######## draw_scheduler ########
**draw_scheduler: cell placement**

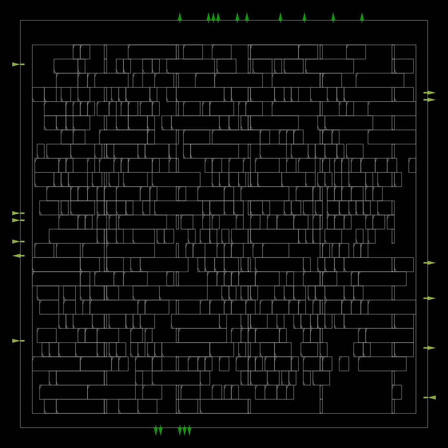

$ cat config.mk
export PLATFORM = sky130hd
export DESIGN_NAME = draw_scheduler
export DESIGN_NICKNAME = d
export VERILOG_FILES = /design/src/rtl/draw_scheduler.sv
export SDC_FILE = /design/constraint.sdc
export NUM_CORES = 1
export LEC_CHECK = 0
export ABC_AREA = 1
export CORE_MARGIN = 2
export CORE_UTILIZATION = 60
export DETAILED_ROUTE_END_ITERATION = 10
export GPL_ROUTABILITY_DRIVEN = 0
export PLACE_DENSITY_LB_ADDON = 0.1
export SLEW_MARGIN = 10
export SYNTH_ARGS = -nofsm -noshare
export SYNTH_HDL_FRONTEND = slang
export SYNTH_SLANG_ARGS = --single-unit
export TNS_END_PERCENT = 20
$ cat constraint.sdc
create_clock -name CLOCK_50 -period 9.6 [get_ports CLOCK_50]
set_clock_uncertainty 0.2 [all_clocks]
set_input_delay 0.96 -clock CLOCK_50 [delete_from_list [all_inputs] [get_ports CLOCK_50]]
set_output_delay 0.96 -clock CLOCK_50 [all_outputs]
set_load 0.01 [all_outputs]
$ cat src/rtl/draw_scheduler.sv
// Single owner of the VGA pixel-write port: on each tick, redraws the 3x3 ship
// and then erases, advances and redraws the bullet as one sequenced pixel stream.
module draw_scheduler #(
  parameter int         SHIP_X        = 80,
  parameter int         SHIP_Y        = 60,
  parameter int         X_MAX         = 159,
  parameter int         Y_MAX         = 119,
  parameter logic [2:0] SHIP_COLOUR   = 3'b111,
  parameter logic [2:0] BULLET_COLOUR = 3'b100,
  parameter logic [2:0] BG_COLOUR     = 3'b000
) (
  input  logic       CLOCK_50,
  input  logic       resetn,
  input  logic       tick,
  input  logic [1:0] direction,
  input  logic       fire,
  output logic [7:0] x,
  output logic [6:0] y,
  output logic [2:0] colour,
  output logic       writeEn,
  output logic       busy,
  output logic       bullet_active
);

  typedef enum logic [2:0] {
    S_IDLE, S_ERASE_SHIP, S_DRAW_SHIP, S_ERASE_B, S_MOVE_B, S_DRAW_B
  } state_t;

  localparam logic [1:0] DIR_UP = 2'b00, DIR_DOWN = 2'b01, DIR_RIGHT = 2'b10, DIR_LEFT = 2'b11;

  state_t     r_state, w_state_nxt;
  logic [3:0] r_i, w_i_nxt;
  logic [1:0] r_dir, w_dir_nxt, r_bdir, w_bdir_nxt;
  logic [7:0] r_bx, w_bx_nxt, r_x, w_x_nxt;
  logic [6:0] r_by, w_by_nxt, r_y, w_y_nxt;
  logic [2:0] r_colour, w_colour_nxt;
  logic       r_fp, w_fp_nxt, r_bact, w_bact_nxt;
  logic       r_we, w_we_nxt, r_busy, w_busy_nxt;
  logic [8:0] w_mask;

  function automatic logic [7:0] pix_x(input logic [3:0] idx);
    logic [3:0] col;
    col = idx % 4'd3;
    return 8'(SHIP_X) + {4'd0, col} - 8'd1;
  endfunction

  function automatic logic [6:0] pix_y(input logic [3:0] idx);
    logic [3:0] row;
    row = idx / 4'd3;
    return 7'(SHIP_Y) + {3'd0, row} - 7'd1;
  endfunction

  // Bit index = row*3 + col, col 0 being the leftmost pixel.
  function automatic logic [8:0] ship_mask(input logic [1:0] dir);
    case (dir)
      DIR_UP:    return 9'b101_111_010;
      DIR_DOWN:  return 9'b010_111_101;
      DIR_LEFT:  return 9'b110_011_110;
      default:   return 9'b011_110_011;
    endcase
  endfunction

  always_comb begin
    w_state_nxt = r_state;
    w_i_nxt     = r_i;
    w_dir_nxt   = r_dir;
    w_bdir_nxt  = r_bdir;
    w_bx_nxt    = r_bx;
    w_by_nxt    = r_by;
    w_bact_nxt  = r_bact;
    w_fp_nxt    = r_fp | (fire & ~r_bact);

    case (r_state)
      S_IDLE: begin
        if (tick) begin
          w_dir_nxt   = direction;
          w_i_nxt     = 4'd0;
          w_state_nxt = S_ERASE_SHIP;
        end
      end
      S_ERASE_SHIP: begin
        w_i_nxt = (r_i == 4'd8) ? 4'd0 : r_i + 4'd1;
        if (r_i == 4'd8) w_state_nxt = S_DRAW_SHIP;
      end
      S_DRAW_SHIP: begin
        w_i_nxt = (r_i == 4'd8) ? 4'd0 : r_i + 4'd1;
        if (r_i == 4'd8) w_state_nxt = (r_bact || r_fp) ? S_ERASE_B : S_IDLE;
      end
      S_ERASE_B: w_state_nxt = S_MOVE_B;
      S_MOVE_B: begin
        w_state_nxt = S_DRAW_B;
        if (r_bact) begin
          // Bounds are tested before stepping so coordinates never wrap.
          case (r_bdir)
            DIR_UP:    if (r_by == 7'd0)         w_bact_nxt = 1'b0; else w_by_nxt = r_by - 7'd1;
            DIR_DOWN:  if (r_by == 7'(Y_MAX))    w_bact_nxt = 1'b0; else w_by_nxt = r_by + 7'd1;
            DIR_LEFT:  if (r_bx == 8'd0)         w_bact_nxt = 1'b0; else w_bx_nxt = r_bx - 8'd1;
            default:   if (r_bx == 8'(X_MAX))    w_bact_nxt = 1'b0; else w_bx_nxt = r_bx + 8'd1;
          endcase
        end else if (r_fp) begin
          w_bdir_nxt = r_dir;
          w_bact_nxt = 1'b1;
          w_fp_nxt   = 1'b0;
          w_bx_nxt   = 8'(SHIP_X);
          w_by_nxt   = 7'(SHIP_Y);
          case (r_dir)
            DIR_UP:    w_by_nxt = 7'(SHIP_Y - 2);
            DIR_DOWN:  w_by_nxt = 7'(SHIP_Y + 2);
            DIR_LEFT:  w_bx_nxt = 8'(SHIP_X - 2);
            default:   w_bx_nxt = 8'(SHIP_X + 2);
          endcase
        end
      end
      S_DRAW_B: w_state_nxt = S_IDLE;
      default:  w_state_nxt = S_IDLE;
    endcase

    // Outputs are decoded from next-state values so the registered pixel lines up with its state.
    w_x_nxt      = 8'd0;
    w_y_nxt      = 7'd0;
    w_colour_nxt = 3'd0;
    w_we_nxt     = 1'b0;
    w_busy_nxt   = (w_state_nxt != S_IDLE);
    w_mask       = ship_mask(w_dir_nxt);
    case (w_state_nxt)
      S_ERASE_SHIP: begin
        w_x_nxt = pix_x(w_i_nxt); w_y_nxt = pix_y(w_i_nxt);
        w_colour_nxt = BG_COLOUR; w_we_nxt = 1'b1;
      end
      S_DRAW_SHIP: begin
        w_x_nxt = pix_x(w_i_nxt); w_y_nxt = pix_y(w_i_nxt);
        w_colour_nxt = SHIP_COLOUR; w_we_nxt = w_mask[w_i_nxt];
      end
      S_ERASE_B: begin
        w_x_nxt = w_bx_nxt; w_y_nxt = w_by_nxt;
        w_colour_nxt = BG_COLOUR; w_we_nxt = w_bact_nxt;
      end
      S_DRAW_B: begin
        w_x_nxt = w_bx_nxt; w_y_nxt = w_by_nxt;
        w_colour_nxt = BULLET_COLOUR; w_we_nxt = w_bact_nxt;
      end
      default: ;
    endcase
  end

  always_ff @(posedge CLOCK_50 or negedge resetn) begin
    if (!resetn) begin
      r_state  <= S_IDLE;
      r_i      <= 4'd0;
      r_dir    <= 2'b00;
      r_bdir   <= 2'b00;
      r_bx     <= 8'd0;
      r_by     <= 7'd0;
      r_fp     <= 1'b0;
      r_bact   <= 1'b0;
      r_x      <= 8'd0;
      r_y      <= 7'd0;
      r_colour <= 3'd0;
      r_we     <= 1'b0;
      r_busy   <= 1'b0;
    end else begin
      r_state  <= w_state_nxt;
      r_i      <= w_i_nxt;
      r_dir    <= w_dir_nxt;
      r_bdir   <= w_bdir_nxt;
      r_bx     <= w_bx_nxt;
      r_by     <= w_by_nxt;
      r_fp     <= w_fp_nxt;
      r_bact   <= w_bact_nxt;
      r_x      <= w_x_nxt;
      r_y      <= w_y_nxt;
      r_colour <= w_colour_nxt;
      r_we     <= w_we_nxt;
      r_busy   <= w_busy_nxt;
    end
  end

  assign x             = r_x;
  assign y             = r_y;
  assign colour        = r_colour;
  assign writeEn       = r_we;
  assign busy          = r_busy;
  assign bullet_active = r_bact;

endmodule

######## fir_decimator ########
**src/rtl/fir_decimator.sv**
```systemverilog
// Integrate-and-dump decimator: averages blocks of 2^LOG2D valid samples and
// hands each average to the sink through a 2-entry valid/ready output buffer.
module fir_decimator #(
  parameter int M     = 8,
  parameter int LOG2D = 3
) (
  input  logic                                clk,
  input  logic                                reset,
  input  logic signed [M-1:0]                 x,
  input  logic                                in_valid,
  input  logic                                flush,
  output logic signed [M-1:0]                 y,
  output logic                                out_valid,
  input  logic                                out_ready,
  output logic                                overflow,
  output logic [((LOG2D < 1) ? 1 : LOG2D)-1:0] phase
);

  localparam int AW = M + LOG2D;
  localparam int PW = (LOG2D < 1) ? 1 : LOG2D;
  localparam logic [PW-1:0] LAST = PW'((1 << LOG2D) - 1);

  logic signed [AW-1:0] acc_q, acc_d;
  logic [PW-1:0]        cnt_q, cnt_d;
  logic signed [AW-1:0] sum;
  logic signed [M-1:0]  result;
  logic                 push;
  logic                 pop;

  logic signed [M-1:0]  head_q, head_d;
  logic                 head_vld_q, head_vld_d;
  logic signed [M-1:0]  tail_q, tail_d;
  logic                 tail_vld_q, tail_vld_d;
  logic                 ovf_q, ovf_d;

  // The upper M bits of the full block sum are the floor-divided average.
  always_comb begin
    sum    = acc_q + AW'(x);
    result = sum[AW-1:LOG2D];
    push   = 1'b0;
    acc_d  = acc_q;
    cnt_d  = cnt_q;
    if (flush) begin
      acc_d = '0;
      cnt_d = '0;
    end else if (in_valid) begin
      if (cnt_q == LAST) begin
        push  = 1'b1;
        acc_d = '0;
        cnt_d = '0;
      end else begin
        acc_d = sum;
        cnt_d = cnt_q + PW'(1);
      end
    end
  end

  always_comb begin
    pop        = head_vld_q & out_ready;
    head_d     = head_q;
    head_vld_d = head_vld_q;
    tail_d     = tail_q;
    tail_vld_d = tail_vld_q;
    ovf_d      = ovf_q;
    if (pop) begin
      if (tail_vld_q) begin
        head_d     = tail_q;
        head_vld_d = 1'b1;
        tail_vld_d = push;
        if (push) tail_d = result;
      end else begin
        head_vld_d = push;
        if (push) head_d = result;
      end
    end else if (push) begin
      if (!head_vld_q) begin
        head_d     = result;
        head_vld_d = 1'b1;
      end else if (!tail_vld_q) begin
        tail_d     = result;
        tail_vld_d = 1'b1;
      end else begin
        // Both slots taken and nothing leaving: the new result is lost.
        ovf_d = 1'b1;
      end
    end
  end

  always_ff @(posedge clk) begin
    if (reset) begin
      acc_q      <= '0;
      cnt_q      <= '0;
      head_q     <= '0;
      head_vld_q <= 1'b0;
      tail_q     <= '0;
      tail_vld_q <= 1'b0;
      ovf_q      <= 1'b0;
    end else begin
      acc_q      <= acc_d;
      cnt_q      <= cnt_d;
      head_q     <= head_d;
      head_vld_q <= head_vld_d;
      tail_q     <= tail_d;
      tail_vld_q <= tail_vld_d;
      ovf_q      <= ovf_d;
    end
  end

  assign y         = head_q;
  assign out_valid = head_vld_q;
  assign overflow  = ovf_q;
  assign phase     = cnt_q;

endmodule

```
**config.mk**
```make
export PLATFORM = sky130hd
export DESIGN_NAME = fir_decimator
export DESIGN_NICKNAME = d
export VERILOG_FILES = /design/src/rtl/fir_decimator.sv
export SDC_FILE = /design/constraint.sdc
export NUM_CORES = 1
export LEC_CHECK = 0
export ABC_AREA = 1
export CAP_MARGIN = 20
export CELL_PAD_IN_SITES_DETAIL_PLACEMENT = 1
export CELL_PAD_IN_SITES_GLOBAL_PLACEMENT = 2
export CORE_UTILIZATION = 27
export DETAILED_ROUTE_END_ITERATION = 10
export HOLD_SLACK_MARGIN = 0.06
export PLACE_DENSITY = 0.82
export SLEW_MARGIN = 30
export SYNTH_ARGS = -nofsm -noshare
export SYNTH_HDL_FRONTEND = slang
export SYNTH_SLANG_ARGS = --single-unit
export TNS_END_PERCENT = 1
```
**constraint.sdc**
```tcl
create_clock -name clk -period 1.8 [get_ports clk]
set_input_delay 0.54 -clock clk [delete_from_list [all_inputs] [get_ports clk]]
set_output_delay 0.54 -clock clk [all_outputs]
set_load 0.01 [all_outputs]
```
######## ialu_mdu ########
## config.mk

```make
export PLATFORM = sky130hd
export DESIGN_NAME = ialu_mdu
export DESIGN_NICKNAME = d
export VERILOG_FILES = /design/src/rtl/ialu_mdu_pkg.sv /design/src/rtl/ialu_mdu_step.sv /design/src/rtl/ialu_mdu.sv
export SDC_FILE = /design/constraint.sdc
export NUM_CORES = 1
export LEC_CHECK = 0
export CORE_UTILIZATION = 35
export CTS_CLUSTER_SIZE = 10
export DETAILED_ROUTE_END_ITERATION = 6
export PLACE_DENSITY = 0.54
export SLEW_MARGIN = 20
export SYNTH_ARGS = -nofsm -noshare
export SYNTH_HDL_FRONTEND = slang
export SYNTH_SLANG_ARGS = --single-unit
```

## constraint.sdc

```tcl
create_clock -name clk_i -period 10.6 [get_ports clk_i]
set_input_delay 2.65 -clock clk_i [delete_from_list [all_inputs] [get_ports clk_i]]
set_output_delay 2.65 -clock clk_i [all_outputs]
set_load 0.02 [all_outputs]
```

## src/rtl/ialu_mdu_pkg.sv

```systemverilog
// Shared types and command-class helpers for the iterative multiply/divide unit.
package ialu_mdu_pkg;

  typedef enum logic [2:0] {
    CMD_MUL    = 3'd0,
    CMD_MULH   = 3'd1,
    CMD_MULHSU = 3'd2,
    CMD_MULHU  = 3'd3,
    CMD_DIV    = 3'd4,
    CMD_DIVU   = 3'd5,
    CMD_REM    = 3'd6,
    CMD_REMU   = 3'd7
  } mdu_cmd_e;

  typedef enum logic [1:0] {
    ST_IDLE = 2'd0,
    ST_CALC = 2'd1,
    ST_CORR = 2'd2,
    ST_DONE = 2'd3
  } mdu_state_e;

  function automatic logic is_mul(input mdu_cmd_e c);
    return (c == CMD_MUL) || (c == CMD_MULH) || (c == CMD_MULHSU) || (c == CMD_MULHU);
  endfunction

  function automatic logic is_rem(input mdu_cmd_e c);
    return (c == CMD_REM) || (c == CMD_REMU);
  endfunction

  // MUL treats both operands as unsigned: the low product half is sign-agnostic.
  function automatic logic is_signed_op1(input mdu_cmd_e c);
    return (c == CMD_MULH) || (c == CMD_MULHSU) || (c == CMD_DIV) || (c == CMD_REM);
  endfunction

  function automatic logic is_signed_op2(input mdu_cmd_e c);
    return (c == CMD_MULH) || (c == CMD_DIV) || (c == CMD_REM);
  endfunction

endpackage

```

## src/rtl/ialu_mdu_step.sv

```systemverilog
// One combinational iteration: shift-add for multiply, restoring trial-subtract for divide.
module ialu_mdu_step
  import ialu_mdu_pkg::*;
#(
  parameter int XLEN = 32
) (
  input  logic            is_mul_i,
  input  logic [XLEN-1:0] hi_i,
  input  logic [XLEN-1:0] lo_i,
  input  logic [XLEN-1:0] opb_i,
  output logic [XLEN-1:0] hi_o,
  output logic [XLEN-1:0] lo_o
);

  logic [XLEN:0] sum;
  logic [XLEN:0] shifted;
  logic [XLEN:0] diff;

  // Multiply: {hi,lo} holds partial product and remaining multiplier bits.
  // Divide: hi is the partial remainder, lo shifts dividend out and quotient in.
  always_comb begin
    sum     = {1'b0, hi_i} + (lo_i[0] ? {1'b0, opb_i} : '0);
    shifted = {hi_i, lo_i[XLEN-1]};
    diff    = shifted - {1'b0, opb_i};
    if (is_mul_i) begin
      hi_o = sum[XLEN:1];
      lo_o = {sum[0], lo_i[XLEN-1:1]};
    end else if (!diff[XLEN]) begin
      hi_o = diff[XLEN-1:0];
      lo_o = {lo_i[XLEN-2:0], 1'b1};
    end else begin
      hi_o = shifted[XLEN-1:0];
      lo_o = {lo_i[XLEN-2:0], 1'b0};
    end
  end

endmodule

```

## src/rtl/ialu_mdu.sv

```systemverilog
// RV32M/RV64M multiply-divide unit: IDLE/CALC/CORR/DONE iterative datapath.
// Define IALU_MDU_FAST_MUL_EN for a single-cycle combinational multiplier.
module ialu_mdu
  import ialu_mdu_pkg::*;
#(
  parameter int SCR1_XLEN           = 32,
  parameter int SCR1_IALU_CMD_WIDTH = 3
) (
  input  logic                           clk_i,
  input  logic                           rst_i,
  input  logic                           ialu_rvm_cmd_vd_i,
  input  logic [SCR1_IALU_CMD_WIDTH-1:0] ialu_cmd_i,
  input  logic [SCR1_XLEN-1:0]           ialu_main_op1_i,
  input  logic [SCR1_XLEN-1:0]           ialu_main_op2_i,
  output logic [SCR1_XLEN-1:0]           ialu_main_res_o,
  output logic                           ialu_rvm_res_rdy_o,
  output logic                           ialu_busy_o,
  output mdu_state_e                     dbg_state_o
);

  localparam int XW2 = 2 * SCR1_XLEN;
  localparam int CW  = $clog2(SCR1_XLEN);
  localparam logic [SCR1_XLEN-1:0] ALL_ONES = '1;
  localparam logic [SCR1_XLEN-1:0] MOST_NEG = {1'b1, {(SCR1_XLEN-1){1'b0}}};
  localparam logic [CW-1:0]        CNT_LAST = CW'(SCR1_XLEN - 1);

  mdu_state_e           state_q, state_d;
  mdu_cmd_e             cmd_q, cmd_d, cmd_in;
  logic                 neg_q, neg_d;
  logic [CW-1:0]        cnt_q, cnt_d;
  logic [SCR1_XLEN-1:0] hi_q, hi_d, lo_q, lo_d, opb_q, opb_d, res_q, res_d;
  logic [SCR1_XLEN-1:0] step_hi, step_lo;
  logic [SCR1_XLEN-1:0] abs1, abs2;
  logic                 sgn1, sgn2, neg_in, div_zero, div_ovf;
`ifdef IALU_MDU_FAST_MUL_EN
  logic [XW2-1:0]       fast_prod;
`endif

  // hl packs {high product, low product} or {remainder, quotient}.
  function automatic logic [SCR1_XLEN-1:0] fix_result(input mdu_cmd_e c, input logic neg,
                                                      input logic [XW2-1:0] hl);
    logic [XW2-1:0]       nhl;
    logic [SCR1_XLEN-1:0] r;
    nhl = neg ? -hl : hl;
    case (c)
      CMD_MUL:                        r = hl[SCR1_XLEN-1:0];
      CMD_MULH, CMD_MULHSU, CMD_MULHU: r = nhl[XW2-1:SCR1_XLEN];
      CMD_DIV, CMD_DIVU:              r = neg ? -hl[SCR1_XLEN-1:0] : hl[SCR1_XLEN-1:0];
      default:                        r = neg ? -hl[XW2-1:SCR1_XLEN] : hl[XW2-1:SCR1_XLEN];
    endcase
    return r;
  endfunction

  ialu_mdu_step #(.XLEN(SCR1_XLEN)) u_step (
    .is_mul_i (is_mul(cmd_q)),
    .hi_i     (hi_q),
    .lo_i     (lo_q),
    .opb_i    (opb_q),
    .hi_o     (step_hi),
    .lo_o     (step_lo)
  );

  always_comb begin
    cmd_in   = mdu_cmd_e'(ialu_cmd_i[2:0]);
    sgn1     = is_signed_op1(cmd_in) & ialu_main_op1_i[SCR1_XLEN-1];
    sgn2     = is_signed_op2(cmd_in) & ialu_main_op2_i[SCR1_XLEN-1];
    abs1     = sgn1 ? -ialu_main_op1_i : ialu_main_op1_i;
    abs2     = sgn2 ? -ialu_main_op2_i : ialu_main_op2_i;
    neg_in   = is_rem(cmd_in) ? sgn1 : (sgn1 ^ sgn2);
    div_zero = !is_mul(cmd_in) && (ialu_main_op2_i == '0);
    div_ovf  = is_signed_op1(cmd_in) && !is_mul(cmd_in) &&
               (ialu_main_op1_i == MOST_NEG) && (ialu_main_op2_i == ALL_ONES);
  end

`ifdef IALU_MDU_FAST_MUL_EN
  assign fast_prod = XW2'(abs1) * XW2'(abs2);
`endif

  always_comb begin
    state_d = state_q;
    cmd_d   = cmd_q;
    neg_d   = neg_q;
    cnt_d   = cnt_q;
    hi_d    = hi_q;
    lo_d    = lo_q;
    opb_d   = opb_q;
    res_d   = res_q;
    case (state_q)
      ST_IDLE: begin
        if (ialu_rvm_cmd_vd_i) begin
          cmd_d = cmd_in;
          neg_d = neg_in;
          cnt_d = '0;
          hi_d  = '0;
          lo_d  = is_mul(cmd_in) ? abs2 : abs1;
          opb_d = is_mul(cmd_in) ? abs1 : abs2;
          if (div_zero) begin
            res_d   = is_rem(cmd_in) ? ialu_main_op1_i : ALL_ONES;
            state_d = ST_DONE;
          end else if (div_ovf) begin
            res_d   = is_rem(cmd_in) ? '0 : ialu_main_op1_i;
            state_d = ST_DONE;
`ifdef IALU_MDU_FAST_MUL_EN
          end else if (is_mul(cmd_in)) begin
            res_d   = fix_result(cmd_in, neg_in, fast_prod);
            state_d = ST_DONE;
`endif
          end else begin
            state_d = ST_CALC;
          end
        end
      end
      ST_CALC: begin
        if (!ialu_rvm_cmd_vd_i) begin
          state_d = ST_IDLE;
          cnt_d   = '0;
          hi_d    = '0;
          lo_d    = '0;
          opb_d   = '0;
        end else begin
          hi_d  = step_hi;
          lo_d  = step_lo;
          cnt_d = cnt_q + CW'(1);
          if (cnt_q == CNT_LAST) state_d = ST_CORR;
        end
      end
      ST_CORR: begin
        if (!ialu_rvm_cmd_vd_i) begin
          state_d = ST_IDLE;
          cnt_d   = '0;
          hi_d    = '0;
          lo_d    = '0;
          opb_d   = '0;
        end else begin
          res_d   = fix_result(cmd_q, neg_q, {hi_q, lo_q});
          state_d = ST_DONE;
        end
      end
      default: state_d = ST_IDLE;
    endcase
  end

  always_ff @(posedge clk_i) begin
    if (rst_i) begin
      state_q <= ST_IDLE;
      cmd_q   <= CMD_MUL;
      neg_q   <= 1'b0;
      cnt_q   <= '0;
      hi_q    <= '0;
      lo_q    <= '0;
      opb_q   <= '0;
      res_q   <= '0;
    end else begin
      state_q <= state_d;
      cmd_q   <= cmd_d;
      neg_q   <= neg_d;
      cnt_q   <= cnt_d;
      hi_q    <= hi_d;
      lo_q    <= lo_d;
      opb_q   <= opb_d;
      res_q   <= res_d;
    end
  end

  // Handshake: issuer holds cmd_vd high until the one-cycle res_rdy pulse
  // (or drops it to abort); result is only meaningful while res_rdy is high.
  assign ialu_rvm_res_rdy_o = (state_q == ST_DONE);
  assign ialu_main_res_o    = ialu_rvm_res_rdy_o ? res_q : '0;
  assign ialu_busy_o        = (state_q != ST_IDLE);
  assign dbg_state_o        = state_q;

endmodule
```

**ialu_mdu: M4 wires**

Supply wires on this layer in grey. Cells faint in the background.
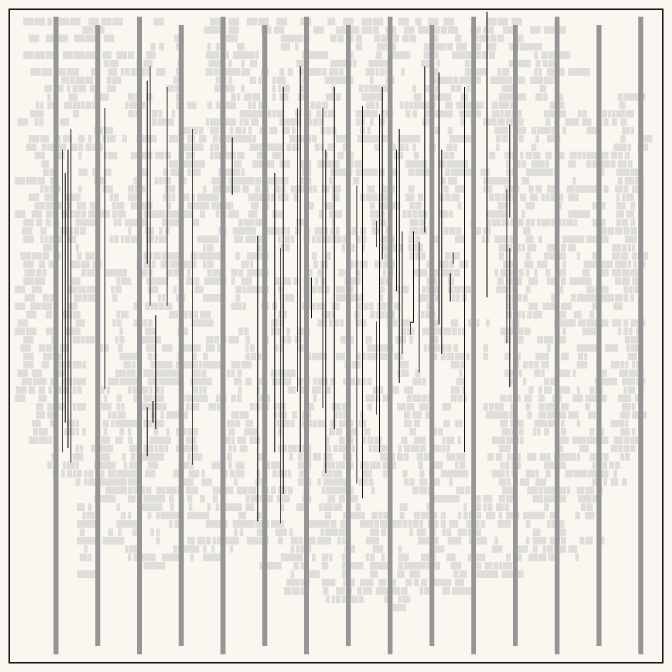
nets with wire on the layer = 42
main direction = vertical
wire length on this layer = 3030 um

==> flow_summary_export.csv, ialu_mdu <==
group,metric,value,unit
synthesis,syn_area,15400,um2
hold_path,hp-class,"reg2reg",
die,initCoreUtil,0.356,
timing,tightest_slew,1.08,ns
timing,rsz0062_at_grt,"false",
global_routing,grtUsageMet3,0.0335,
synthesis,yosys_area,15400,um2
cells_and_area,antenna_cells,0,
timing,layout_setup_ws,4.16,ns
synthesis,edf_count,0,
setup_path,crit_chain,"clkdlybuf4s50_1 > nor4_1 > nand4_1 > nor4_4 > o21ai_1 > a21bo_1 > nor3_4 > o21ai_0 > o22ai_1",
synthesis,adder_share,0.0635,
synthesis,synth_cells,2216,
cells_and_area,clock_area_frac,0.0327,
cells_and_area,syn_to_final_growth,12.6,%
detailed_routing,top_layer,"met4",
cells_and_area,inverters,85,
die,taps,585,
synthesis,syn_avg_cell_area,6.96,um2
power,p_per_area,132,nW/um2
global_routing,globalRoute.busiestLayer,"met2",
synthesis,top_cells_by_area,"dfxtp_1, o21ai_0, nor2_1",
timing,hold_viol,0,
global_routing,grt.overflow.total,0,
clock_tree,cts_resized,0,
global_routing,antenna_found_initial,0,
cells_and_area,comb_area,11700,um2
clock_tree,cts_hold_repair.buffers,0,
clock_tree,clk_path_buf_depth,2,
hold_path,min_from,"opb_q[6]$_SDFFE_PP0P_",
synthesis,xor_share,0.0835,
clock_tree,cts_buffers,17,
setup_path,crit_end,"res_q[22]$_SDFFE_PP0P_",
detailed_routing,drc,0,
timing,maxSlewHeadroom,0.278,
synthesis,ys.flop_type,"dfxtp_1",
status,outcome,"finished, final reports clean",
cells_and_area,biggestCellCategory,"multi-input combinational cells",
detailed_routing,viasPerCell,6.04,
setup_path,startpoint_type,"primary input",
synthesis,top_cell_area_share,0.181,
[ialu_mdu: report_power, final]
| part | total (mW) | switching [mW] | internal [mW] | leakage [nW] |
|---|---|---|---|---|
| registers | 0.670 | 0.100 | 0.570 | 1.13 |
| clock network | 0.609 | 0.281 | 0.328 | 0.270 |
| logic | 1.01 | 0.643 | 0.367 | 5.17 |
[ialu_mdu: metrics by stage]
step                      instance area [um2]  utilization  cells
after global placement                  16800        0.388   2766
after CTS                               17400        0.401   2798
after detailed placement                16800        0.388   2766
after floorplan                         15400            -   2216
after global routing                    17400        0.401   2798
final                                   17400        0.401   2798
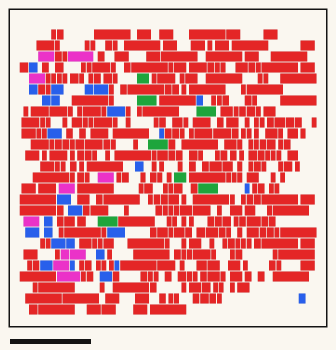
**Above:** draw_scheduler (sizing map).
Scale bar: 20 um.
red -> drive 1 or less  # cells 407, most used nand2_1
blue -> drive 2  # cells 27, most used nand2_2
green -> drive 6 and up  # cells 7, most used clkbuf_8
magenta -> drive 3 to 4  # cells 10, most used nand2_4

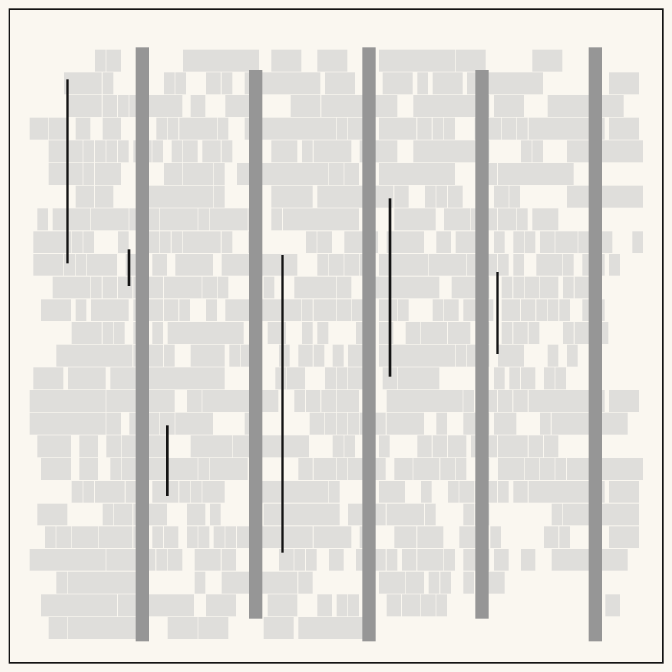
**Above:** draw_scheduler (M4 wires).
Supply wires on this layer in grey. Cells faint in the background.
longest straight run = 35.4 um
nets with wire on the layer = 6

About 'cell placement' of draw_scheduler:
Seq cells: 47
# fillers: 415
n_taps: 70

==> flow_summary_export.csv, draw_scheduler <==
group,metric,value,unit
status,outcome,"finished, final reports clean",
cells_and_area,biggestCellCategory,"multi-input combinational cells",
synthesis,yosys_warnings,0,
synthesis,top_cells_by_area,"dfrtp_1, nand2_1, ha_1",
place,pre_cts_ws,4.83,ns
clock_tree,cts_buffers,5,
clock_tree,clkSinkCount,47,
synthesis,top_cell_area_share,0.357,
synthesis,async_reset_ff_frac,1.00,
power,p_int,0.676,mW
die,coreArea,5200,um2
synthesis,synthTopCellsByCount,"nand2_1, inv_1, dfrtp_1",
hold_path,whs_endpoint,"r_bdir[0]$_DFFE_PN0P_",
setup_path,cp_max_fo,6,
hold_path,hp-class,"reg2reg",
detailed_routing,wl_met3,384,um
setup_path,r2r_cells,19,
setup_path,cp.arrival,4.49,ns
setup_path,required,9.60,ns
power,pwr-share-seq,0.228,
timing,rsz0062_at_grt,"false",
global_routing,antenna_found_initial,0,
setup_path,critical_path_buf_inv_count,7,
synthesis,synth_cells,426,
synthesis,top_area_cell,"dfrtp_1",
detailed_routing,wl_met1,3280,um
timing,tightest_slew,1.04,ns
setup_path,critPathSlowestCell,"o21ai_0",
cells_and_area,layout.cells.most_common,"nand2_1",
power,power-top-group,"combinational logic",
power,clock_power,0.126,mW
-- draw_scheduler: per-stage QoR --
step | hold slack (ns) | util
after floorplan | 0.269 | -
after global placement | 0.303 | 0.691
after detailed placement | 0.306 | 0.691
after CTS | 0.319 | 0.709
after global routing | 0.373 | 0.709
final | 0.325 | 0.709
-- draw_scheduler: worst register-to-register path: cells and delay by family (launching register included) --
family | cells | cell delay, ns
adders and majority gates | 6 | 1.30
and+or+nand+nor | 6 | 0.87
AOI/OAI and AO/OA | 2 | 0.72
DFF | 1 | 0.47
buffers and inverters | 5 | 0.30
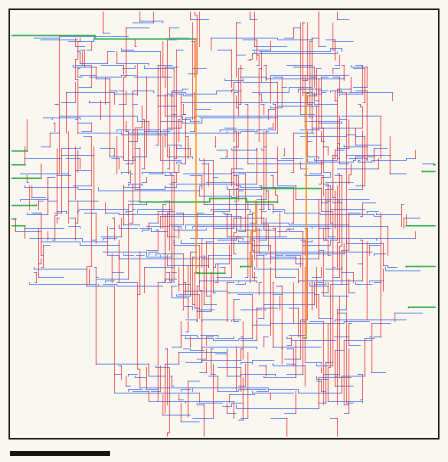
**Above:** fir_decimator (wiring by layer).
Scale bar: 20 um.
red -> met2  # wire length 2750 um
orange -> met4  # wire length 110 um
blue -> met1  # wire length 2580 um
green -> met3  # wire length 126 um

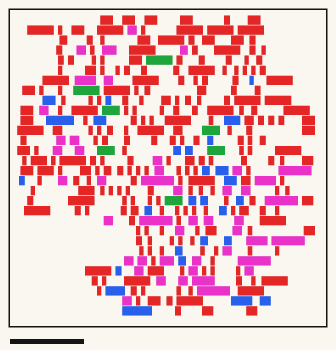
**Above:** fir_decimator (sizing map).
Scale bar: 20 um.
green -> drive 6 and up  # cells 7, most used clkbuf_8
red -> drive 1 or less  # cells 254, most used nand2_1
blue -> drive 2  # cells 27, most used nand2_2
magenta -> drive 3 to 4  # cells 46, most used buf_4

==> flow_summary_export.csv, fir_decimator <==
group,metric,value,unit
status,outcome,"finished, final reports clean",
clock_tree,clockRootBuffer,"clkbuf_8",
clock_tree,clkSinkCount,33,
synthesis,ys_sh_mux,0,
setup_path,r2r_cells,10,
hold_path,min_from,"phase[0]$_SDFFE_PP0P_",
place,post_dp_cell_area,2490,um2
synthesis,xor_share,0.0185,
cells_and_area,comb_share,0.456,
power,leakagePower,1.31,nW
global_routing,grt_pass1_vias,2068,
clock_tree,cts_tree,"built",
synthesis,synthSimpleGateAreaFrac,0.300,
cells_and_area,design_area,2750,um2
timing,fmax,565,MHz
global_routing,grt_pass1_wl,9760,um
timing,setup_viol,0,
setup_path,critPathTopFamily,"buffers and inverters",
setup_path,timing.reg2reg.setup_slack,0.17,ns
cells_and_area,fillers,850,
synthesis,syn_area,1890,um2
cells_and_area,layout-drive-gt1-share,0.240,
synthesis,top_cell_area_share,0.349,
clock_tree,ctsHtreeMaxLevel,2,
synthesis,fp_nets,299,
cells_and_area,comb_cells,203,
cells_and_area,seq_cell_count,33,
cells_and_area,clock_area_frac,0.0313,
setup_path,cp_max_fo,3,
die,coreArea,6790,um2
die,ioPinCount,26,
synthesis,synthAoiAreaFrac,0.162,
place,gp_congestion,0.801,
cells_and_area,biggestCellCategory,"multi-input combinational cells",
timing,fin_crit,1.77,ns
place,dp_cells,419,
detailed_routing,drc,0,
cells_and_area,seq_share,0.240,
hold_path,min_path_cells,1,
detailed_routing,dr.pass1.iters,4,
power,ir_worst_vdd,0.000237,V
## fir_decimator: power breakdown
part / total [mW] / switching (mW) / internal (mW)
combinational: 0.348 / 0.180 / 0.169
sequential: 0.752 / 0.0108 / 0.741
clock: 0.579 / 0.311 / 0.267
total: 1.68 / 0.502 / 1.18
## fir_decimator: what timing repair did
item,in CTS,in global routing
buffers inserted,3,0
pin swaps,15,7
endpoints found under the setup margin,25,24
gates resized,29,12
## fir_decimator: state kept, by name, summed over array words and instances (netlist names)
register and flops:
out_valid 1, y 8, phase 3, acc_q 11, overflow 1, tail_vld_q 1, tail_q 8


## Gallery

The metal 3 layer.
panel A
Scale bar: 50 um.
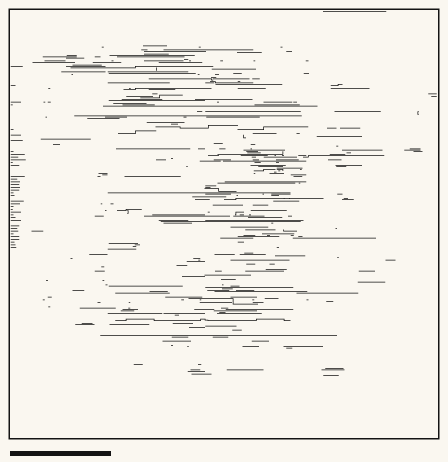
panel B
Scale bar: 20 um.
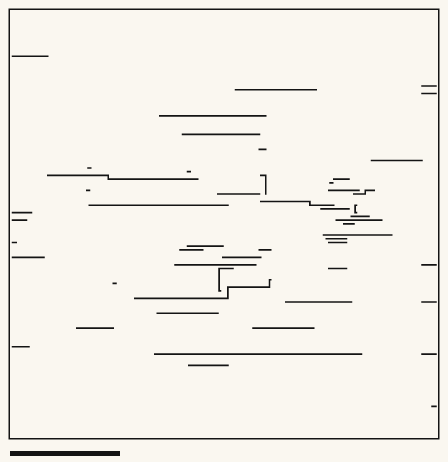
panel C
Scale bar: 20 um.
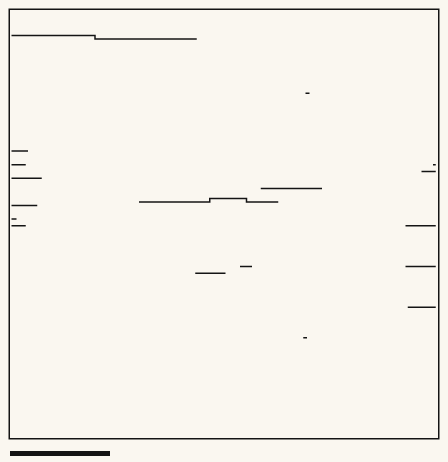
| from | picture |
|---|---|
| ialu_mdu | panel A |
| draw_scheduler | panel B |
| fir_decimator | panel C |
The one with the largest die is panel A.
The one with the smallest die is panel B.

Power and IR drop assume default switching activity.
